# design 1

**Design 1: metal 1**

Bar = 20 um.
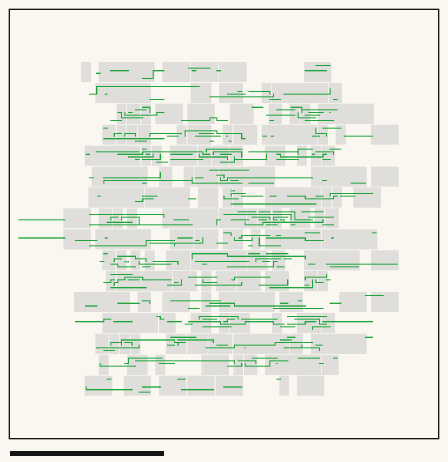

## src/rtl/gray_codec_pipe.sv

```systemverilog
// Pipelined Gray<->binary codec with valid/ready flow control.
// Optional Gray step checker enabled by GRAY_CODEC_STEP_CHECK_EN.
module gray_codec_pipe #(
  parameter int N      = 8,
  parameter int STAGES = 2
) (
  input  logic         clk,
  input  logic         rst,
  input  logic         in_valid,
  output logic         in_ready,
  input  logic         in_mode,
  input  logic [N-1:0] in_data,
  output logic         out_valid,
  input  logic         out_ready,
  output logic         out_mode,
  output logic [N-1:0] out_data,
  output logic         step_err
);

  localparam int P = (N + STAGES - 1) / STAGES;

  function automatic int slot_lo(input int k);
    int v;
    v = N - (k + 1) * P;
    if (k == STAGES - 1) v = 0;
    return (v < 0) ? 0 : v;
  endfunction

  function automatic int slot_hi(input int k);
    return N - 1 - k * P;
  endfunction

  // Resolve Gray bits hi..lo MSB-first, seeded by bits already in r
  function automatic logic [N-1:0] resolve(
    input logic [N-1:0] g,
    input logic [N-1:0] r,
    input int           lo,
    input int           hi
  );
    logic [N-1:0] x;
    logic [N-1:0] sh;
    x = r;
    for (int i = N - 1; i >= 0; i--) begin
      sh = x >> 1;
      if (i >= lo && i <= hi) x[i] = g[i] ^ sh[i];
    end
    return x;
  endfunction

  logic [STAGES-1:0] vld_q, vld_d;
  logic [STAGES-1:0] mode_q, mode_d;
  logic [N-1:0]      word_q [STAGES];
  logic [N-1:0]      word_d [STAGES];
  logic [N-1:0]      res_q  [STAGES];
  logic [N-1:0]      res_d  [STAGES];
  logic              adv;

  assign out_valid = vld_q[STAGES-1];
  assign out_mode  = mode_q[STAGES-1];
  assign out_data  = res_q[STAGES-1];
  assign adv       = !out_valid || out_ready;
  assign in_ready  = adv;

  always_comb begin
    vld_d  = vld_q;
    mode_d = mode_q;
    word_d = word_q;
    res_d  = res_q;
    if (adv) begin
      vld_d[0]  = in_valid;
      mode_d[0] = in_mode;
      word_d[0] = in_data;
      if (in_mode)
        res_d[0] = resolve(in_data, '0, slot_lo(0), slot_hi(0));
      else
        res_d[0] = in_data ^ (in_data >> 1);
      for (int k = 1; k < STAGES; k++) begin
        vld_d[k]  = vld_q[k-1];
        mode_d[k] = mode_q[k-1];
        word_d[k] = word_q[k-1];
        if (mode_q[k-1])
          res_d[k] = resolve(word_q[k-1], res_q[k-1],
                             slot_lo(k), slot_hi(k));
        else
          res_d[k] = res_q[k-1];
      end
    end
  end

  always_ff @(posedge clk) begin
    if (rst) begin
      vld_q  <= '0;
      mode_q <= '0;
      for (int k = 0; k < STAGES; k++) begin
        word_q[k] <= '0;
        res_q[k]  <= '0;
      end
    end else begin
      vld_q  <= vld_d;
      mode_q <= mode_d;
      for (int k = 0; k < STAGES; k++) begin
        word_q[k] <= word_d[k];
        res_q[k]  <= res_d[k];
      end
    end
  end

`ifdef GRAY_CODEC_STEP_CHECK_EN
  logic [N-1:0] ref_q, ref_d;
  logic         ref_set_q, ref_set_d;
  logic         err_q, err_d;

  always_comb begin
    ref_d     = ref_q;
    ref_set_d = ref_set_q;
    err_d     = 1'b0;
    if (in_valid && adv && in_mode) begin
      if (ref_set_q && ($countones(in_data ^ ref_q) != 1))
        err_d = 1'b1;
      ref_d     = in_data;
      ref_set_d = 1'b1;
    end
  end

  always_ff @(posedge clk) begin
    if (rst) begin
      ref_q     <= '0;
      ref_set_q <= 1'b0;
      err_q     <= 1'b0;
    end else begin
      ref_q     <= ref_d;
      ref_set_q <= ref_set_d;
      err_q     <= err_d;
    end
  end

  assign step_err = err_q;
`else
  assign step_err = 1'b0;
`endif

endmodule
```

## config.mk

```make
export PLATFORM = sky130hd
export DESIGN_NAME = gray_codec_pipe
export DESIGN_NICKNAME = d
export VERILOG_FILES = /design/src/rtl/gray_codec_pipe.sv
export SDC_FILE = /design/constraint.sdc
export NUM_CORES = 1
export LEC_CHECK = 0
export ABC_CLOCK_PERIOD_IN_PS = 2500
export CAP_MARGIN = 20
export CORE_MARGIN = 5
export CORE_UTILIZATION = 51
export CTS_CLUSTER_DIAMETER = 40
export CTS_CLUSTER_SIZE = 8
export DETAILED_ROUTE_END_ITERATION = 16
export PLACE_DENSITY = 0.84
export SETUP_SLACK_MARGIN = 0.1
export SLEW_MARGIN = 25
export SYNTH_ARGS = -nofsm -noshare
export SYNTH_HDL_FRONTEND = slang
export SYNTH_SLANG_ARGS = --single-unit
```

## constraint.sdc

```tcl
create_clock -name clk -period 2.5 [get_ports clk]
set_clock_uncertainty 0.2 [all_clocks]
set_input_delay 0.25 -clock clk [delete_from_list [all_inputs] [get_ports clk]]
set_output_delay 0.25 -clock clk [all_outputs]
set_load 0.01 [all_outputs]
```

# design 2

==> src/rtl/frame_writer_pkg.sv <==
// Shared geometry, bus widths and FSM encoding for the frame writer.
// Screen size here is the default; the top can be re-parameterised.
package frame_writer_pkg;
  localparam int SCR_W      = 160;
  localparam int SCR_H      = 120;
  localparam int SCR_PIXELS = SCR_W * SCR_H;
  localparam int ADDR_W     = 15;
  localparam int COLOUR_W   = 3;
  localparam int XY_W       = 10;

  typedef enum logic {
    ST_IDLE  = 1'b0,
    ST_CLEAR = 1'b1
  } fw_state_t;
endpackage

==> src/rtl/frame_writer_xy_to_addr.sv <==
// Combinational range check and linear address y*SCR_W+x in 15-bit unsigned math.
module xy_to_addr #(
  parameter int SCR_W = frame_writer_pkg::SCR_W,
  parameter int SCR_H = frame_writer_pkg::SCR_H
) (
  input  logic [frame_writer_pkg::XY_W-1:0]   x,
  input  logic [frame_writer_pkg::XY_W-1:0]   y,
  output logic                                in_range,
  output logic [frame_writer_pkg::ADDR_W-1:0] addr
);
  import frame_writer_pkg::*;

  localparam logic [XY_W-1:0]   W_XY   = XY_W'(SCR_W);
  localparam logic [XY_W-1:0]   H_XY   = XY_W'(SCR_H);
  localparam logic [ADDR_W-1:0] W_ADDR = ADDR_W'(SCR_W);

  always_comb begin
    in_range = (x < W_XY) && (y < H_XY);
    addr     = (ADDR_W'(y) * W_ADDR) + ADDR_W'(x);
  end
endmodule

==> src/rtl/frame_writer.sv <==
// Frame-RAM write-port driver: single-cycle pixel plots and a full-screen clear fill.
// All outputs registered; plots land one cycle after acceptance, clear streams one pixel per cycle.
module frame_writer #(
  parameter int SCR_W = frame_writer_pkg::SCR_W,
  parameter int SCR_H = frame_writer_pkg::SCR_H
) (
  input  logic                                  clk,
  input  logic                                  resetn,
  input  logic                                  plot,
  input  logic [frame_writer_pkg::XY_W-1:0]     x,
  input  logic [frame_writer_pkg::XY_W-1:0]     y,
  input  logic [frame_writer_pkg::COLOUR_W-1:0] colour,
  input  logic                                  clear,
  input  logic [frame_writer_pkg::COLOUR_W-1:0] clear_colour,
  output logic                                  ready,
  output logic                                  wr_en,
  output logic [frame_writer_pkg::ADDR_W-1:0]   wr_addr,
  output logic [frame_writer_pkg::COLOUR_W-1:0] wr_data,
  output logic                                  clear_done,
  output logic [7:0]                            oor_count
);
  import frame_writer_pkg::*;

  localparam logic [ADDR_W-1:0] LAST_ADDR = ADDR_W'(SCR_W * SCR_H - 1);

  fw_state_t             state_q, state_d;
  logic                  ready_d, wr_en_d, clear_done_d;
  logic [ADDR_W-1:0]     wr_addr_d;
  logic [COLOUR_W-1:0]   wr_data_d;
  logic [7:0]            oor_d;
  logic                  pix_in_range;
  logic [ADDR_W-1:0]     pix_addr;

  xy_to_addr #(
    .SCR_W (SCR_W),
    .SCR_H (SCR_H)
  ) u_xy_to_addr (
    .x        (x),
    .y        (y),
    .in_range (pix_in_range),
    .addr     (pix_addr)
  );

  // During a fill, wr_addr doubles as the fill counter and wr_data holds the latched fill colour.
  always_comb begin
    state_d      = state_q;
    wr_en_d      = 1'b0;
    wr_addr_d    = wr_addr;
    wr_data_d    = wr_data;
    clear_done_d = 1'b0;
    oor_d        = oor_count;

    case (state_q)
      ST_IDLE: begin
        if (clear) begin
          state_d   = ST_CLEAR;
          wr_en_d   = 1'b1;
          wr_addr_d = '0;
          wr_data_d = clear_colour;
        end else if (plot) begin
          if (pix_in_range) begin
            wr_en_d   = 1'b1;
            wr_addr_d = pix_addr;
            wr_data_d = colour;
          end else if (oor_count != 8'hFF) begin
            oor_d = oor_count + 8'd1;
          end
        end
      end
      ST_CLEAR: begin
        if (wr_addr == LAST_ADDR) begin
          state_d      = ST_IDLE;
          clear_done_d = 1'b1;
        end else begin
          wr_en_d   = 1'b1;
          wr_addr_d = wr_addr + ADDR_W'(1);
        end
      end
      default: state_d = ST_IDLE;
    endcase

    ready_d = (state_d == ST_IDLE);
  end

  always_ff @(posedge clk) begin
    if (!resetn) begin
      state_q    <= ST_IDLE;
      ready      <= 1'b1;
      wr_en      <= 1'b0;
      wr_addr    <= '0;
      wr_data    <= '0;
      clear_done <= 1'b0;
      oor_count  <= '0;
    end else begin
      state_q    <= state_d;
      ready      <= ready_d;
      wr_en      <= wr_en_d;
      wr_addr    <= wr_addr_d;
      wr_data    <= wr_data_d;
      clear_done <= clear_done_d;
      oor_count  <= oor_d;
    end
  end
endmodule

==> config.mk <==
export PLATFORM = sky130hd
export DESIGN_NAME = frame_writer
export DESIGN_NICKNAME = d
export VERILOG_FILES = /design/src/rtl/frame_writer_pkg.sv /design/src/rtl/frame_writer_xy_to_addr.sv /design/src/rtl/frame_writer.sv
export SDC_FILE = /design/constraint.sdc
export NUM_CORES = 1
export LEC_CHECK = 0
export ABC_AREA = 1
export CORE_UTILIZATION = 30
export DETAILED_ROUTE_END_ITERATION = 16
export GPL_ROUTABILITY_DRIVEN = 0
export PLACE_DENSITY = 0.63
export SLEW_MARGIN = 10
export SYNTH_ARGS = -nofsm -noshare
export SYNTH_HDL_FRONTEND = slang
export SYNTH_SLANG_ARGS = --single-unit
==> constraint.sdc <==
create_clock -name clk -period 2.9 [get_ports clk]
set_input_delay 0.58 -clock clk [delete_from_list [all_inputs] [get_ports clk]]
set_output_delay 0.58 -clock clk [all_outputs]
set_load 0.02 [all_outputs]
# design 3

<file path="src/rtl/store_beat_splitter.sv">
// Store path from EX/MEM to the data-memory port: turns one right-justified store into
// one or two bus-aligned beats (address, byte mask, lane-shifted data) with valid/ready on both sides.
package CorePack;
   typedef enum logic [2:0] {
      MEM_NO, MEM_B, MEM_UB, MEM_H, MEM_UH, MEM_W, MEM_UW, MEM_D
   } mem_op_enum;
endpackage

// Handshakes: a transfer happens on a rising edge where valid & ready are both high;
// valid never drops and payload never changes while waiting for ready.
module store_beat_splitter #(
   parameter int DATA_W   = 64,
   parameter int ADDR_W   = 64,
   parameter int SPLIT_EN = 1,
   parameter int CNT_W    = 32
) (
   input  logic                      clk,
   input  logic                      rst,
   input  logic                      req_valid,
   output logic                      req_ready,
   input  CorePack::mem_op_enum      req_op,
   input  logic [ADDR_W-1:0]         req_addr,
   input  logic [DATA_W-1:0]         req_data,
   output logic                      dmem_valid,
   input  logic                      dmem_ready,
   output logic [ADDR_W-1:0]         dmem_waddr,
   output logic [DATA_W/8-1:0]       dmem_wmask,
   output logic [DATA_W-1:0]         dmem_wdata,
   output logic                      done,
   output logic                      misalign,
   output logic [CNT_W-1:0]          split_cnt
);
   import CorePack::*;

   localparam int NB = DATA_W / 8;
   localparam int OW = $clog2(NB);

   typedef enum logic [1:0] {IDLE, BEAT0, BEAT1, RESP} state_t;
   state_t state, next_state;

   logic                accept;
   logic [3:0]          size;
   logic [OW-1:0]       offs;
   logic [4:0]          span;
   logic                crosses;
   logic                fault;
   logic [ADDR_W-1:0]   base;
   logic [2*NB-1:0]     size_mask;
   logic [2*NB-1:0]     wide_mask;
   logic [DATA_W-1:0]   data_trim;
   logic [2*DATA_W-1:0] wide_data;

   logic                split_q;
   logic [ADDR_W-1:0]   b1_addr;
   logic [NB-1:0]       b1_mask;
   logic [DATA_W-1:0]   b1_data;

   logic                ready_n, valid_n, done_n, mis_n;
   logic [ADDR_W-1:0]   addr_n;
   logic [NB-1:0]       mask_n;
   logic [DATA_W-1:0]   data_n;

   assign accept = req_valid & req_ready;

   // Decode: both beats come out of one double-width shift; the upper half is beat 1.
   always_comb begin
      size = 4'd0;
      case (req_op)
         MEM_B, MEM_UB: size = 4'd1;
         MEM_H, MEM_UH: size = 4'd2;
         MEM_W, MEM_UW: size = 4'd4;
         MEM_D:         size = 4'd8;
         default:       size = 4'd0;
      endcase
      offs    = req_addr[OW-1:0];
      span    = 5'(offs) + 5'(size);
      crosses = span > 5'(NB);
      fault   = ((req_op == MEM_D) && (NB < 8)) || (crosses && (SPLIT_EN == 0));
      base    = {req_addr[ADDR_W-1:OW], {OW{1'b0}}};
      size_mask = '0;
      for (int i = 0; i < 2 * NB; i++) size_mask[i] = (i < int'(size));
      data_trim = '0;
      for (int i = 0; i < NB; i++)
         data_trim[8*i +: 8] = (i < int'(size)) ? req_data[8*i +: 8] : 8'h00;
      wide_mask = size_mask << offs;
      wide_data = {{DATA_W{1'b0}}, data_trim} << {offs, 3'b000};
   end

   always_ff @(posedge clk) begin
      if (rst) state <= IDLE;
      else     state <= next_state;
   end

   always_comb begin
      next_state = state;
      case (state)
         IDLE:  if (accept) begin
                   if (req_op == MEM_NO || fault) next_state = RESP;
                   else                           next_state = BEAT0;
                end
         BEAT0: if (dmem_ready) next_state = split_q ? BEAT1 : RESP;
         BEAT1: if (dmem_ready) next_state = RESP;
         RESP:  next_state = IDLE;
         default: next_state = IDLE;
      endcase
   end

   // Outputs are computed from the upcoming state and registered, so every port is a flop.
   always_comb begin
      ready_n = (next_state == IDLE);
      valid_n = (next_state == BEAT0) || (next_state == BEAT1);
      done_n  = (next_state == RESP);
      mis_n   = (state == IDLE) && accept && fault && (req_op != MEM_NO);
      addr_n  = '0;
      mask_n  = '0;
      data_n  = '0;
      if (state == IDLE && next_state == BEAT0) begin
         addr_n = base;
         mask_n = wide_mask[NB-1:0];
         data_n = wide_data[DATA_W-1:0];
      end else if (state == BEAT0 && next_state == BEAT1) begin
         addr_n = b1_addr;
         mask_n = b1_mask;
         data_n = b1_data;
      end else if (valid_n) begin
         addr_n = dmem_waddr;
         mask_n = dmem_wmask;
         data_n = dmem_wdata;
      end
   end

   always_ff @(posedge clk) begin
      if (rst) begin
         req_ready  <= 1'b1;
         dmem_valid <= 1'b0;
         dmem_waddr <= '0;
         dmem_wmask <= '0;
         dmem_wdata <= '0;
         done       <= 1'b0;
         misalign   <= 1'b0;
         split_cnt  <= '0;
         split_q    <= 1'b0;
         b1_addr    <= '0;
         b1_mask    <= '0;
         b1_data    <= '0;
      end else begin
         req_ready  <= ready_n;
         dmem_valid <= valid_n;
         dmem_waddr <= addr_n;
         dmem_wmask <= mask_n;
         dmem_wdata <= data_n;
         done       <= done_n;
         misalign   <= mis_n;
         if (state == IDLE && accept) begin
            split_q <= crosses;
            b1_addr <= base + ADDR_W'(NB);
            b1_mask <= wide_mask[2*NB-1:NB];
            b1_data <= wide_data[2*DATA_W-1:DATA_W];
         end
         if (state == BEAT1 && dmem_ready && split_cnt != '1)
            split_cnt <= split_cnt + 1'b1;
      end
   end
endmodule
</file>
<file path="config.mk">
export PLATFORM = sky130hd
export DESIGN_NAME = store_beat_splitter
export DESIGN_NICKNAME = d
export VERILOG_FILES = /design/src/rtl/store_beat_splitter.sv
export SDC_FILE = /design/constraint.sdc
export NUM_CORES = 1
export LEC_CHECK = 0
export CAP_MARGIN = 40
export CELL_PAD_IN_SITES_DETAIL_PLACEMENT = 1
export CELL_PAD_IN_SITES_GLOBAL_PLACEMENT = 1
export CORE_MARGIN = 3
export CORE_UTILIZATION = 41
export DETAILED_ROUTE_END_ITERATION = 10
export PLACE_DENSITY = 0.83
export SETUP_SLACK_MARGIN = 0.3
export SYNTH_ARGS = -nofsm -noshare
export SYNTH_HDL_FRONTEND = slang
export SYNTH_SLANG_ARGS = --single-unit
</file>
<file path="constraint.sdc">
create_clock -name clk -period 7.2 [get_ports clk]
set_input_delay 0.72 -clock clk [delete_from_list [all_inputs] [get_ports clk]]
set_output_delay 0.72 -clock clk [all_outputs]
set_load 0.01 [all_outputs]
</file>
# design 4

==> config.mk <==
export PLATFORM = sky130hd
export DESIGN_NAME = fir_channel_scheduler_flat
export DESIGN_NICKNAME = d
export VERILOG_FILES = /design/src/rtl/fir_channel_scheduler_if.sv /design/src/rtl/fir_channel_scheduler.sv /design/src/flat_wrapper.sv
export SDC_FILE = /design/constraint.sdc
export NUM_CORES = 1
export LEC_CHECK = 0
export ABC_AREA = 1
export CELL_PAD_IN_SITES_DETAIL_PLACEMENT = 0
export CELL_PAD_IN_SITES_GLOBAL_PLACEMENT = 1
export CORE_MARGIN = 5
export CORE_UTILIZATION = 38
export CTS_BUF_LIST = sky130_fd_sc_hd__clkbuf_4
export CTS_CLUSTER_DIAMETER = 50
export DETAILED_ROUTE_END_ITERATION = 8
export MAX_ROUTING_LAYER = met4
export PLACE_DENSITY = 0.84
export SLEW_MARGIN = 0
export SYNTH_ARGS = -nofsm -noshare
export SYNTH_HDL_FRONTEND = slang
export SYNTH_SLANG_ARGS = --single-unit
==> constraint.sdc <==
create_clock -name clk -period 4.3 [get_ports clk]
set_input_delay 0.645 -clock clk [delete_from_list [all_inputs] [get_ports clk]]
set_output_delay 0.645 -clock clk [all_outputs]
set_load 0.02 [all_outputs]
==> src/rtl/fir_channel_scheduler_if.sv <==
// Bundles the per-channel sample ports, the shared-FIR ports and the tagged
// result ports of the channel scheduler. The scheduler uses the master view,
// and the surrounding sources, FIR and sink use the slave view.
interface fir_channel_scheduler_if #(
  parameter int N_CH = 4,
  parameter int CH_W = 2,
  parameter int DW   = 32,
  parameter int OW   = 96
);
  logic [N_CH-1:0]    ch_valid;
  logic [N_CH*DW-1:0] ch_data;
  logic [N_CH-1:0]    ch_ready;
  logic [DW-1:0]      fir_data_in;
  logic               fir_in_valid;
  logic [CH_W-1:0]    fir_slot;
  logic [OW-1:0]      fir_data_out;
  logic               out_valid;
  logic [CH_W-1:0]    out_ch;
  logic [OW-1:0]      out_data;
  logic [15:0]        frame_cnt;
  logic               timeout_flag;

  modport master (
    input  ch_valid, ch_data, fir_data_out,
    output ch_ready, fir_data_in, fir_in_valid, fir_slot,
           out_valid, out_ch, out_data, frame_cnt, timeout_flag
  );

  modport slave (
    output ch_valid, ch_data, fir_data_out,
    input  ch_ready, fir_data_in, fir_in_valid, fir_slot,
           out_valid, out_ch, out_data, frame_cnt, timeout_flag
  );
endinterface

==> src/rtl/fir_channel_scheduler.sv <==
// Time-multiplexes N_CH microphone channels through one shared FIR.
// One sample per channel is gathered into holding registers, the frame is
// issued in slot order 0..N_CH-1, and each FIR result comes back tagged with
// its channel through a latency-matched tag pipe.
module fir_channel_scheduler #(
  parameter int N_CH    = 4,
  parameter int CH_W    = 2,
  parameter int DW      = 32,
  parameter int OW      = 96,
  parameter int FIR_LAT = 8,
  parameter int TIMEOUT = 1024
) (
  input  logic                    clk,
  input  logic                    rst,
  fir_channel_scheduler_if.master bus
);

  typedef enum logic {GATHER = 1'b0, ISSUE = 1'b1} state_t;

  localparam logic [15:0]     TMR_LAST  = 16'(TIMEOUT - 1);
  localparam logic [CH_W-1:0] SLOT_LAST = CH_W'(N_CH - 1);

  state_t          state_q;
  logic [CH_W-1:0] slot_q;
  logic [15:0]     tmr_q;
  logic [15:0]     tmr_inc;

  logic [N_CH-1:0] held_q;
  logic [N_CH-1:0] held_d;
  logic [N_CH-1:0] issue_sel;
  logic [N_CH-1:0] accept;
  logic [DW-1:0]   held_data_q [N_CH];

  logic [DW-1:0]   fir_data_in_q;
  logic            fir_in_valid_q;
  logic [CH_W-1:0] fir_slot_q;

  logic [FIR_LAT-1:0] tag_valid_q;
  logic [CH_W-1:0]    tag_ch_q [FIR_LAT];

  logic            out_valid_q;
  logic [CH_W-1:0] out_ch_q;
  logic [OW-1:0]   out_data_q;
  logic [15:0]     frame_cnt_q;
  logic            timeout_flag_q;

  // A channel is ready when empty, or in the very cycle it is being issued,
  // so a continuously valid source refills without a bubble.
  genvar gi;
  generate
    for (gi = 0; gi < N_CH; gi++) begin : g_ch
      assign issue_sel[gi]    = (state_q == ISSUE) && (slot_q == CH_W'(gi));
      assign bus.ch_ready[gi] = ~held_q[gi] | issue_sel[gi];
      assign accept[gi]       = bus.ch_valid[gi] & bus.ch_ready[gi];
      assign held_d[gi]       = accept[gi] | (held_q[gi] & ~issue_sel[gi]);
    end
  endgenerate

  assign tmr_inc = (tmr_q == 16'hFFFF) ? tmr_q : tmr_q + 16'd1;

  // Holding registers: capture on accept; a re-accept wins over the issue clear.
  always_ff @(posedge clk) begin
    if (rst) begin
      held_q <= '0;
      for (int i = 0; i < N_CH; i++) held_data_q[i] <= '0;
    end else begin
      held_q <= held_d;
      for (int i = 0; i < N_CH; i++) begin
        if (accept[i]) held_data_q[i] <= bus.ch_data[i*DW +: DW];
      end
    end
  end

  // Frame FSM: gather until full or timed out, then issue one slot per cycle.
  always_ff @(posedge clk) begin
    if (rst) begin
      state_q        <= GATHER;
      slot_q         <= '0;
      tmr_q          <= '0;
      fir_data_in_q  <= '0;
      fir_in_valid_q <= 1'b0;
      fir_slot_q     <= '0;
      frame_cnt_q    <= '0;
      timeout_flag_q <= 1'b0;
    end else begin
      case (state_q)
        GATHER: begin
          fir_in_valid_q <= 1'b0;
          fir_data_in_q  <= '0;
          if (&held_q) begin
            state_q <= ISSUE;
            slot_q  <= '0;
            tmr_q   <= '0;
          end else if (tmr_q == TMR_LAST) begin
            state_q        <= ISSUE;
            slot_q         <= '0;
            tmr_q          <= '0;
            timeout_flag_q <= 1'b1;
          end else if (|held_d) begin
            tmr_q <= tmr_inc;
          end else begin
            tmr_q <= '0;
          end
        end
        ISSUE: begin
          fir_slot_q     <= slot_q;
          fir_in_valid_q <= held_q[slot_q];
          fir_data_in_q  <= held_q[slot_q] ? held_data_q[slot_q] : '0;
          tmr_q          <= '0;
          if (slot_q == SLOT_LAST) begin
            state_q     <= GATHER;
            slot_q      <= '0;
            frame_cnt_q <= frame_cnt_q + 16'd1;
          end else begin
            slot_q <= slot_q + CH_W'(1);
          end
        end
        default: state_q <= GATHER;
      endcase
    end
  end

  // Tag pipe: carries {valid, channel} alongside the FIR's own latency.
  always_ff @(posedge clk) begin
    if (rst) begin
      tag_valid_q <= '0;
      for (int i = 0; i < FIR_LAT; i++) tag_ch_q[i] <= '0;
    end else begin
      tag_valid_q <= {tag_valid_q[FIR_LAT-2:0], fir_in_valid_q};
      tag_ch_q[0] <= fir_slot_q;
      for (int i = 1; i < FIR_LAT; i++) tag_ch_q[i] <= tag_ch_q[i-1];
    end
  end

  // Result register: capture the FIR output in the cycle the tag reaches the tail.
  always_ff @(posedge clk) begin
    if (rst) begin
      out_valid_q <= 1'b0;
      out_ch_q    <= '0;
      out_data_q  <= '0;
    end else begin
      out_valid_q <= tag_valid_q[FIR_LAT-1];
      if (tag_valid_q[FIR_LAT-1]) begin
        out_ch_q   <= tag_ch_q[FIR_LAT-1];
        out_data_q <= bus.fir_data_out;
      end
    end
  end

  assign bus.fir_data_in  = fir_data_in_q;
  assign bus.fir_in_valid = fir_in_valid_q;
  assign bus.fir_slot     = fir_slot_q;
  assign bus.out_valid    = out_valid_q;
  assign bus.out_ch       = out_ch_q;
  assign bus.out_data     = out_data_q;
  assign bus.frame_cnt    = frame_cnt_q;
  assign bus.timeout_flag = timeout_flag_q;

endmodule

==> src/flat_wrapper.sv <==
// flat-port wrapper written by rule: the top's interface ports become plain ports
module fir_channel_scheduler_flat 
#(
  parameter int N_CH    = 4,
  parameter int CH_W    = 2,
  parameter int DW      = 32,
  parameter int OW      = 96,
  parameter int FIR_LAT = 8,
  parameter int TIMEOUT = 1024
)
  (clk, rst, bus_ch_valid, bus_ch_data, bus_fir_data_out, bus_ch_ready, bus_fir_data_in, bus_fir_in_valid, bus_fir_slot, bus_out_valid, bus_out_ch, bus_out_data, bus_frame_cnt, bus_timeout_flag);
  fir_channel_scheduler_if #(.N_CH(N_CH), .CH_W(CH_W), .DW(DW), .OW(OW)) bus_i ();
  input  logic clk;
  input  logic rst;
  input wire logic [$bits(bus_i.ch_valid)-1:0] bus_ch_valid;
  input wire logic [$bits(bus_i.ch_data)-1:0] bus_ch_data;
  input wire logic [$bits(bus_i.fir_data_out)-1:0] bus_fir_data_out;
  output wire logic [$bits(bus_i.ch_ready)-1:0] bus_ch_ready;
  output wire logic [$bits(bus_i.fir_data_in)-1:0] bus_fir_data_in;
  output wire logic [$bits(bus_i.fir_in_valid)-1:0] bus_fir_in_valid;
  output wire logic [$bits(bus_i.fir_slot)-1:0] bus_fir_slot;
  output wire logic [$bits(bus_i.out_valid)-1:0] bus_out_valid;
  output wire logic [$bits(bus_i.out_ch)-1:0] bus_out_ch;
  output wire logic [$bits(bus_i.out_data)-1:0] bus_out_data;
  output wire logic [$bits(bus_i.frame_cnt)-1:0] bus_frame_cnt;
  output wire logic [$bits(bus_i.timeout_flag)-1:0] bus_timeout_flag;
  assign bus_i.ch_valid = bus_ch_valid;
  assign bus_i.ch_data = bus_ch_data;
  assign bus_i.fir_data_out = bus_fir_data_out;
  assign bus_ch_ready = bus_i.ch_ready;
  assign bus_fir_data_in = bus_i.fir_data_in;
  assign bus_fir_in_valid = bus_i.fir_in_valid;
  assign bus_fir_slot = bus_i.fir_slot;
  assign bus_out_valid = bus_i.out_valid;
  assign bus_out_ch = bus_i.out_ch;
  assign bus_out_data = bus_i.out_data;
  assign bus_frame_cnt = bus_i.frame_cnt;
  assign bus_timeout_flag = bus_i.timeout_flag;
  fir_channel_scheduler #(.N_CH(N_CH), .CH_W(CH_W), .DW(DW), .OW(OW), .FIR_LAT(FIR_LAT), .TIMEOUT(TIMEOUT)) u_core (.clk(clk), .rst(rst), .bus(bus_i));
endmodule
**Design 2: metal 1**

Bar = 20 um.
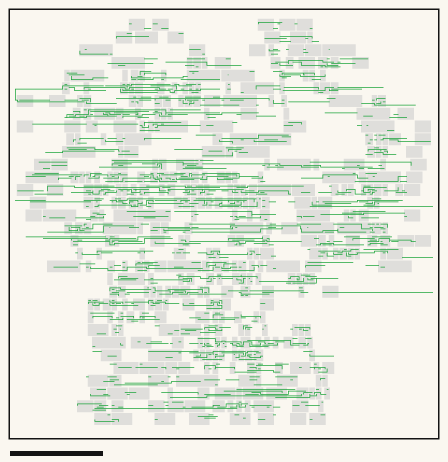
The layer holds 48% of the routed length. 460 nets have wire on it. The wires run mostly horizontal.

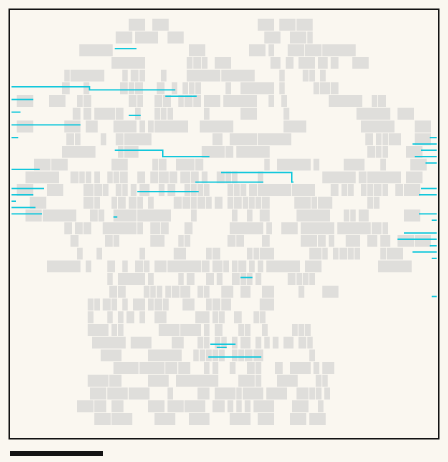
**Above:** design 2 (met3 routing).
Bar = 20 um.
34 nets have wire on it. The layer carries 234 um of wire. The layer holds 3.7% of the routed length. The wires run mostly horizontal. The longest straight run is 18.2 um.

==> impl_metrics.yaml, design 2 <==
# generated from flow reports
finish:
  num-fill-cells: 820
  seq_cell_count: 30
  layout_top_cell: "nand2_1"
  drive_above_1_share_pct: 9.17
  regArea_um2: 601
job:
  warning_count: 26
  drv_cap: 0
timing:
  max_freq_mhz: 376
  finalCritPeriodShare_pct: 91.8
critical_path:
  crit_path_start: "y[3]"
  path_delay_family: "adder cells"
  crit_fanout: 3
  slowest_delay_ns: 0.43
  crit_path_cell_trace: "dlymetal6s2s_1 -> ha_1 -> ha_2 -> fa_1 -> ha_1 -> buf_4 -> a21oi_1 -> nand2_1 -> nor2_2 -> nor2_2 -> buf_4 -> nand4_1 -> nand3_1 -> a21oi_1"
  arrival_ns: 2.89
  r2r_end: "wr_addr[13]"
  reg2regPathDepth: 9
  setup.worst_path.end: "wr_addr[14]"
  crit_buf_inv: 3
grt:
  grt_pass1_wl_um: 10700
  grt_max_degree: 23
power_and_ir_drop:
  p_seq_uw: 473
  power_frac_seq_pct: 36.1
  intPower_uw: 851
  p_sw_uw: 459
place:
  detailedPlacementHpwl_um: 4790
logic_synthesis:
  synth_area_leader_cell: "dfxtp_1"
  floorplan.nets: 424
  adder_share_pct: 12.1
  ys_sh_aoi_pct: 14.6
  ys_seq_share_pct: 25.0
outcome:
  status: "finished clean"
floorplanning:
  ioPinCount: 59
  rows: 32
  fp.coreArea_um2: 7730
clock_network:
  clkTransAtPathRegs_ns: 0.06
routing:
  firstDrtPassIters: 5
min_path:
  hold_end: "oor_count[7]"
## design 2: layer usage
metal / wire (um) / up-vias / global-route usage (%)
li1: - / 1370 / -
met2: 2960 / 48 / 27.1
met4: 36 / 0 / 3.97
met3: 234 / 3 / 2.76
met1: 3040 / 1192 / 19.7
met5: 0 / - / 0
## design 2: cells by family after synthesis
| logic type | count (synthesis) |
|---|---|
| buf+inv | 55 |
| xor+xnor | 5 |
| flops | 30 |
| fa+ha+maj | 22 |
| compound gates | 63 |
| simple gates | 197 |
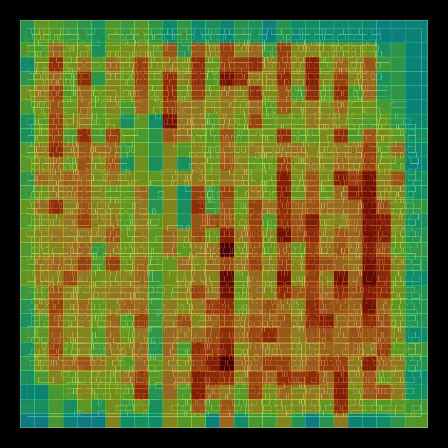
**Above:** design 3 (routing congestion).
Final Core Density: 54.7%
GRT busiest layer: met2
met3 Use GR: 6.05%

==> impl_metrics.yaml, design 3 <==
# generated from flow reports
outcome:
  status: "finished clean"
critical_path:
  r2r_end: "dmem_wdata[15]"
  regToRegSetupSlack_ns: 3.10
  crit_buf_inv: 3
power_and_ir_drop:
  switching_share_pct: 32.7
  p_clk_share_pct: 33.8
  p_comb_share_pct: 29.0
grt:
  grtUsageMet2_pct: 49.1
finish:
  seq_cell_count: 296
  reg_top3: "dmem_wdata x64, b1_addr x61, dmem_waddr x61"
  largest_register: "dmem_wdata"
  final_cells: 2486
timing:
  finalHoldViolCount: 0
  holdWs_ns: 0.462
  setup_viol: 0
  drv_slew: 0
routing:
  avgViaCountPerCell: 6.37
  wl_um: 58400
  top_layer: "met4"
logic_synthesis:
  netlist_area_um2: 15000
  adder_share_pct: 1.02
  synth_area_leader_cell: "dfxtp_1"
  yosys.area_share.simple_pct: 21.3
  postSynthAreaPerCell_um2: 8.35
  logic_family: "AND-OR/OR-AND gates"
  xor_area_share_pct: 1.69
clock_network:
  cts_hold_buf: 0
floorplanning:
  fp.coreArea_um2: 35800
==> design 3: worst min-delay path, delay by kind of cell, from the launching register on <==
kind            cells  cell delay (ns)
flops               1             0.31
simple gates        1             0.05
compound gates      1             0.05
==> design 3: layout by cell type, fill, tap and decap left out, drive strengths merged, types with 29 or more instances in the layout <==
cell type and count:
nand2 81, clkbuf 53, nor3 31, or3 47, dfxtp 296, nand3 33
buf 41, a22oi 66, a222oi 79, clkdlybuf4s50 299, o21ai 86, a21oi 94
or4 31, mux2 48, a211oi 56, nor2 294, a221oi 29, a311oi 46
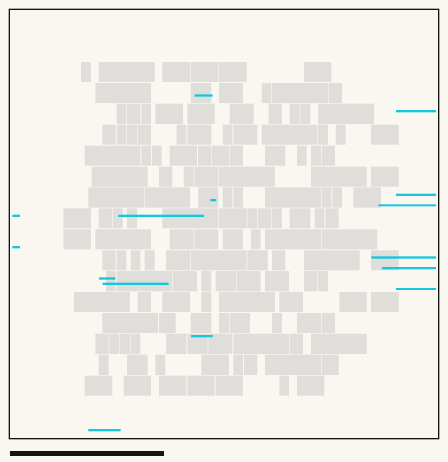
**Above:** design 1 (met3 routing).
Bar = 20 um.
The layer holds 3.6% of the routed length. The longest straight run is 10.8 um. 12 nets have wire on it. The wires run mostly horizontal. The layer carries 67.8 um of wire.

About 'metal 1' of design 1:
The wires run mostly horizontal. The layer holds 43% of the routed length.

==> impl_metrics.yaml, design 1 <==
# generated from flow reports
min_path:
  hold_end: "res_q[13]"
critical_path:
  crit_path_start: "out_ready"
  critPathLaunchType: "input pin"
  crit_slowest_cell: "clkdlybuf4s50_1"
  cpMostUsedCell: "clkdlybuf4s50_1"
  crit_fanout: 2
clock_network:
  cts_buffers: 3
  postCtsSetupBuffers: 0
finish:
  num_antenna_cells: 0
  clk_share_pct: 1.78
  layout.comb_gates.multi_input: 87
  stdcell_area_um2: 1260
  sh_comb_area_pct: 37.5
  num-nets-final: 156
  largest_cell_class: "flip-flops and latches"
  num-fill-cells: 174
logic_synthesis:
  adder_share_pct: 0
  netlist.area_leader.share_pct: 45.2
  topCellsByArea: "dfxtp_1 (45%), nand2_1 (10%), a21oi_1 (7.5%)"
  synthArstFlopShare_pct: 0
  synth-warning-count: 0
  synth.most_common_cell: "nand2_1"
floorplanning:
  die_h_um: 55.7
  rows: 16
outcome:
  status: "finished clean"
timing:
  drv_slew: 0
power_and_ir_drop:
  power_leader: "sequential cells"
  p_clk_share_pct: 22.3
  ir_drop_mv: 0.353
  power_frac_seq_pct: 58.5
routing:
  final_antenna_net_count: 0
  vias: 837
place:
  dp_cells: 165
## design 1: metal layers
| metal | track usage [%] | part of all wire [%] |
|---|---|---|
| met4 | 9.38 | 3.1 |
| met2 | 22.5 | 50 |
| met5 | 0 | 0 |
| met1 | 15.0 | 43 |
| met3 | 1.86 | 3.5 |
## design 1: critical path: cells and delay by family
| kind | cells | cell delay (ns) |
|---|---|---|
| buffers and inverters | 3 | 1.07 |
| and+or+nand+nor | 1 | 0.05 |
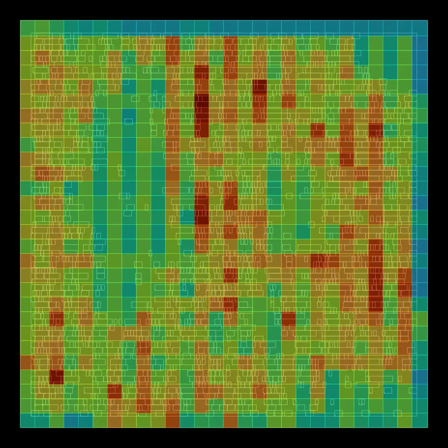
**Above:** design 4 (routing congestion).
met2 Use GR: 32.3%
GRT Total Usage: 20.6%
GRT busiest layer: met2
WL per Instance: 15.9 um

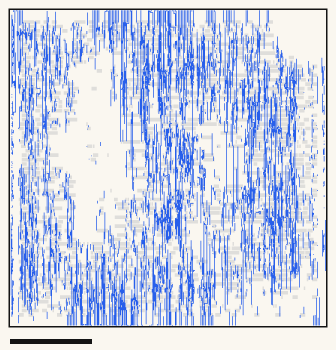
**Above:** design 4 (the metal 2 layer).
Bar = 50 um.
The layer carries 17900 um of wire. The wires run mostly vertical. The layer holds 46% of the routed length. 1730 nets have wire on it.

==> impl_metrics.yaml, design 4 <==
# generated from flow reports
clock_network:
  cts.sinks: 328
  post_cts_resized: 0
floorplanning:
  die_w_um: 194
  ioPinCount: 385
  initial_core_util_pct: 38.3
finish:
  largest_register: "u_core.held_data_q"
  layout_top_cell: "nor2_1"
logic_synthesis:
  synth-main-ff-cell: "dfxtp_1"
  netlist.area_leader.share_pct: 31.2
  adder_share_pct: 0.585
  edf_count: 128
  synth_chip_area_um2: 12800
timing:
  holdWs_ns: 0.393
  worstMarginPinSlew_ns: 1.28
routing:
  met1_length_um: 16300
  avgViaCountPerCell: 4.63
power_and_ir_drop:
  power_leader: "sequential cells"
critical_path:
  critPathLaunchType: "register"
place:
  detailedPlacementHpwl_um: 26700
  gp_congestion: 0.854
outcome:
  status: "finished clean"
## design 4: path summary, 6_finish.rpt
path                          from                   endpoint  slack (ns)  depth (start not counted)
max               u_core.slot_q[0]            bus_ch_ready[0]        1.29                          5
max reg2reg       u_core.slot_q[0]  u_core.held_data_q[2][25]        2.16                          6
min reg2reg  u_core.tag_ch_q[1][1]      u_core.tag_ch_q[2][1]        0.39                          2
min          u_core.tag_ch_q[1][1]      u_core.tag_ch_q[2][1]        0.39                          2


==> layout pictures side by side <==
The metal 2 layer.
(a)
Bar = 20 um.
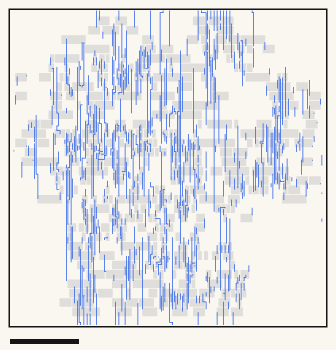
(b)
Bar = 20 um.
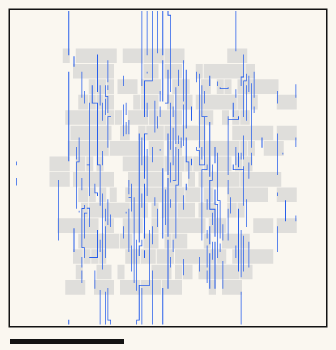
(c)
Bar = 50 um.
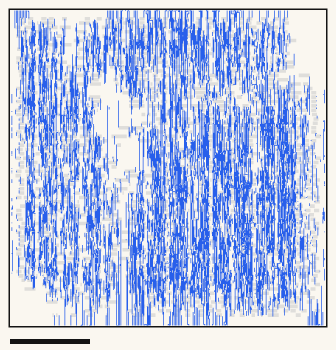
The one with the smallest die is (b).
The one with the largest die is (c).
| picture | from |
|---|---|
| (c) | design 3 |
| (b) | design 1 |
| (a) | design 2 |

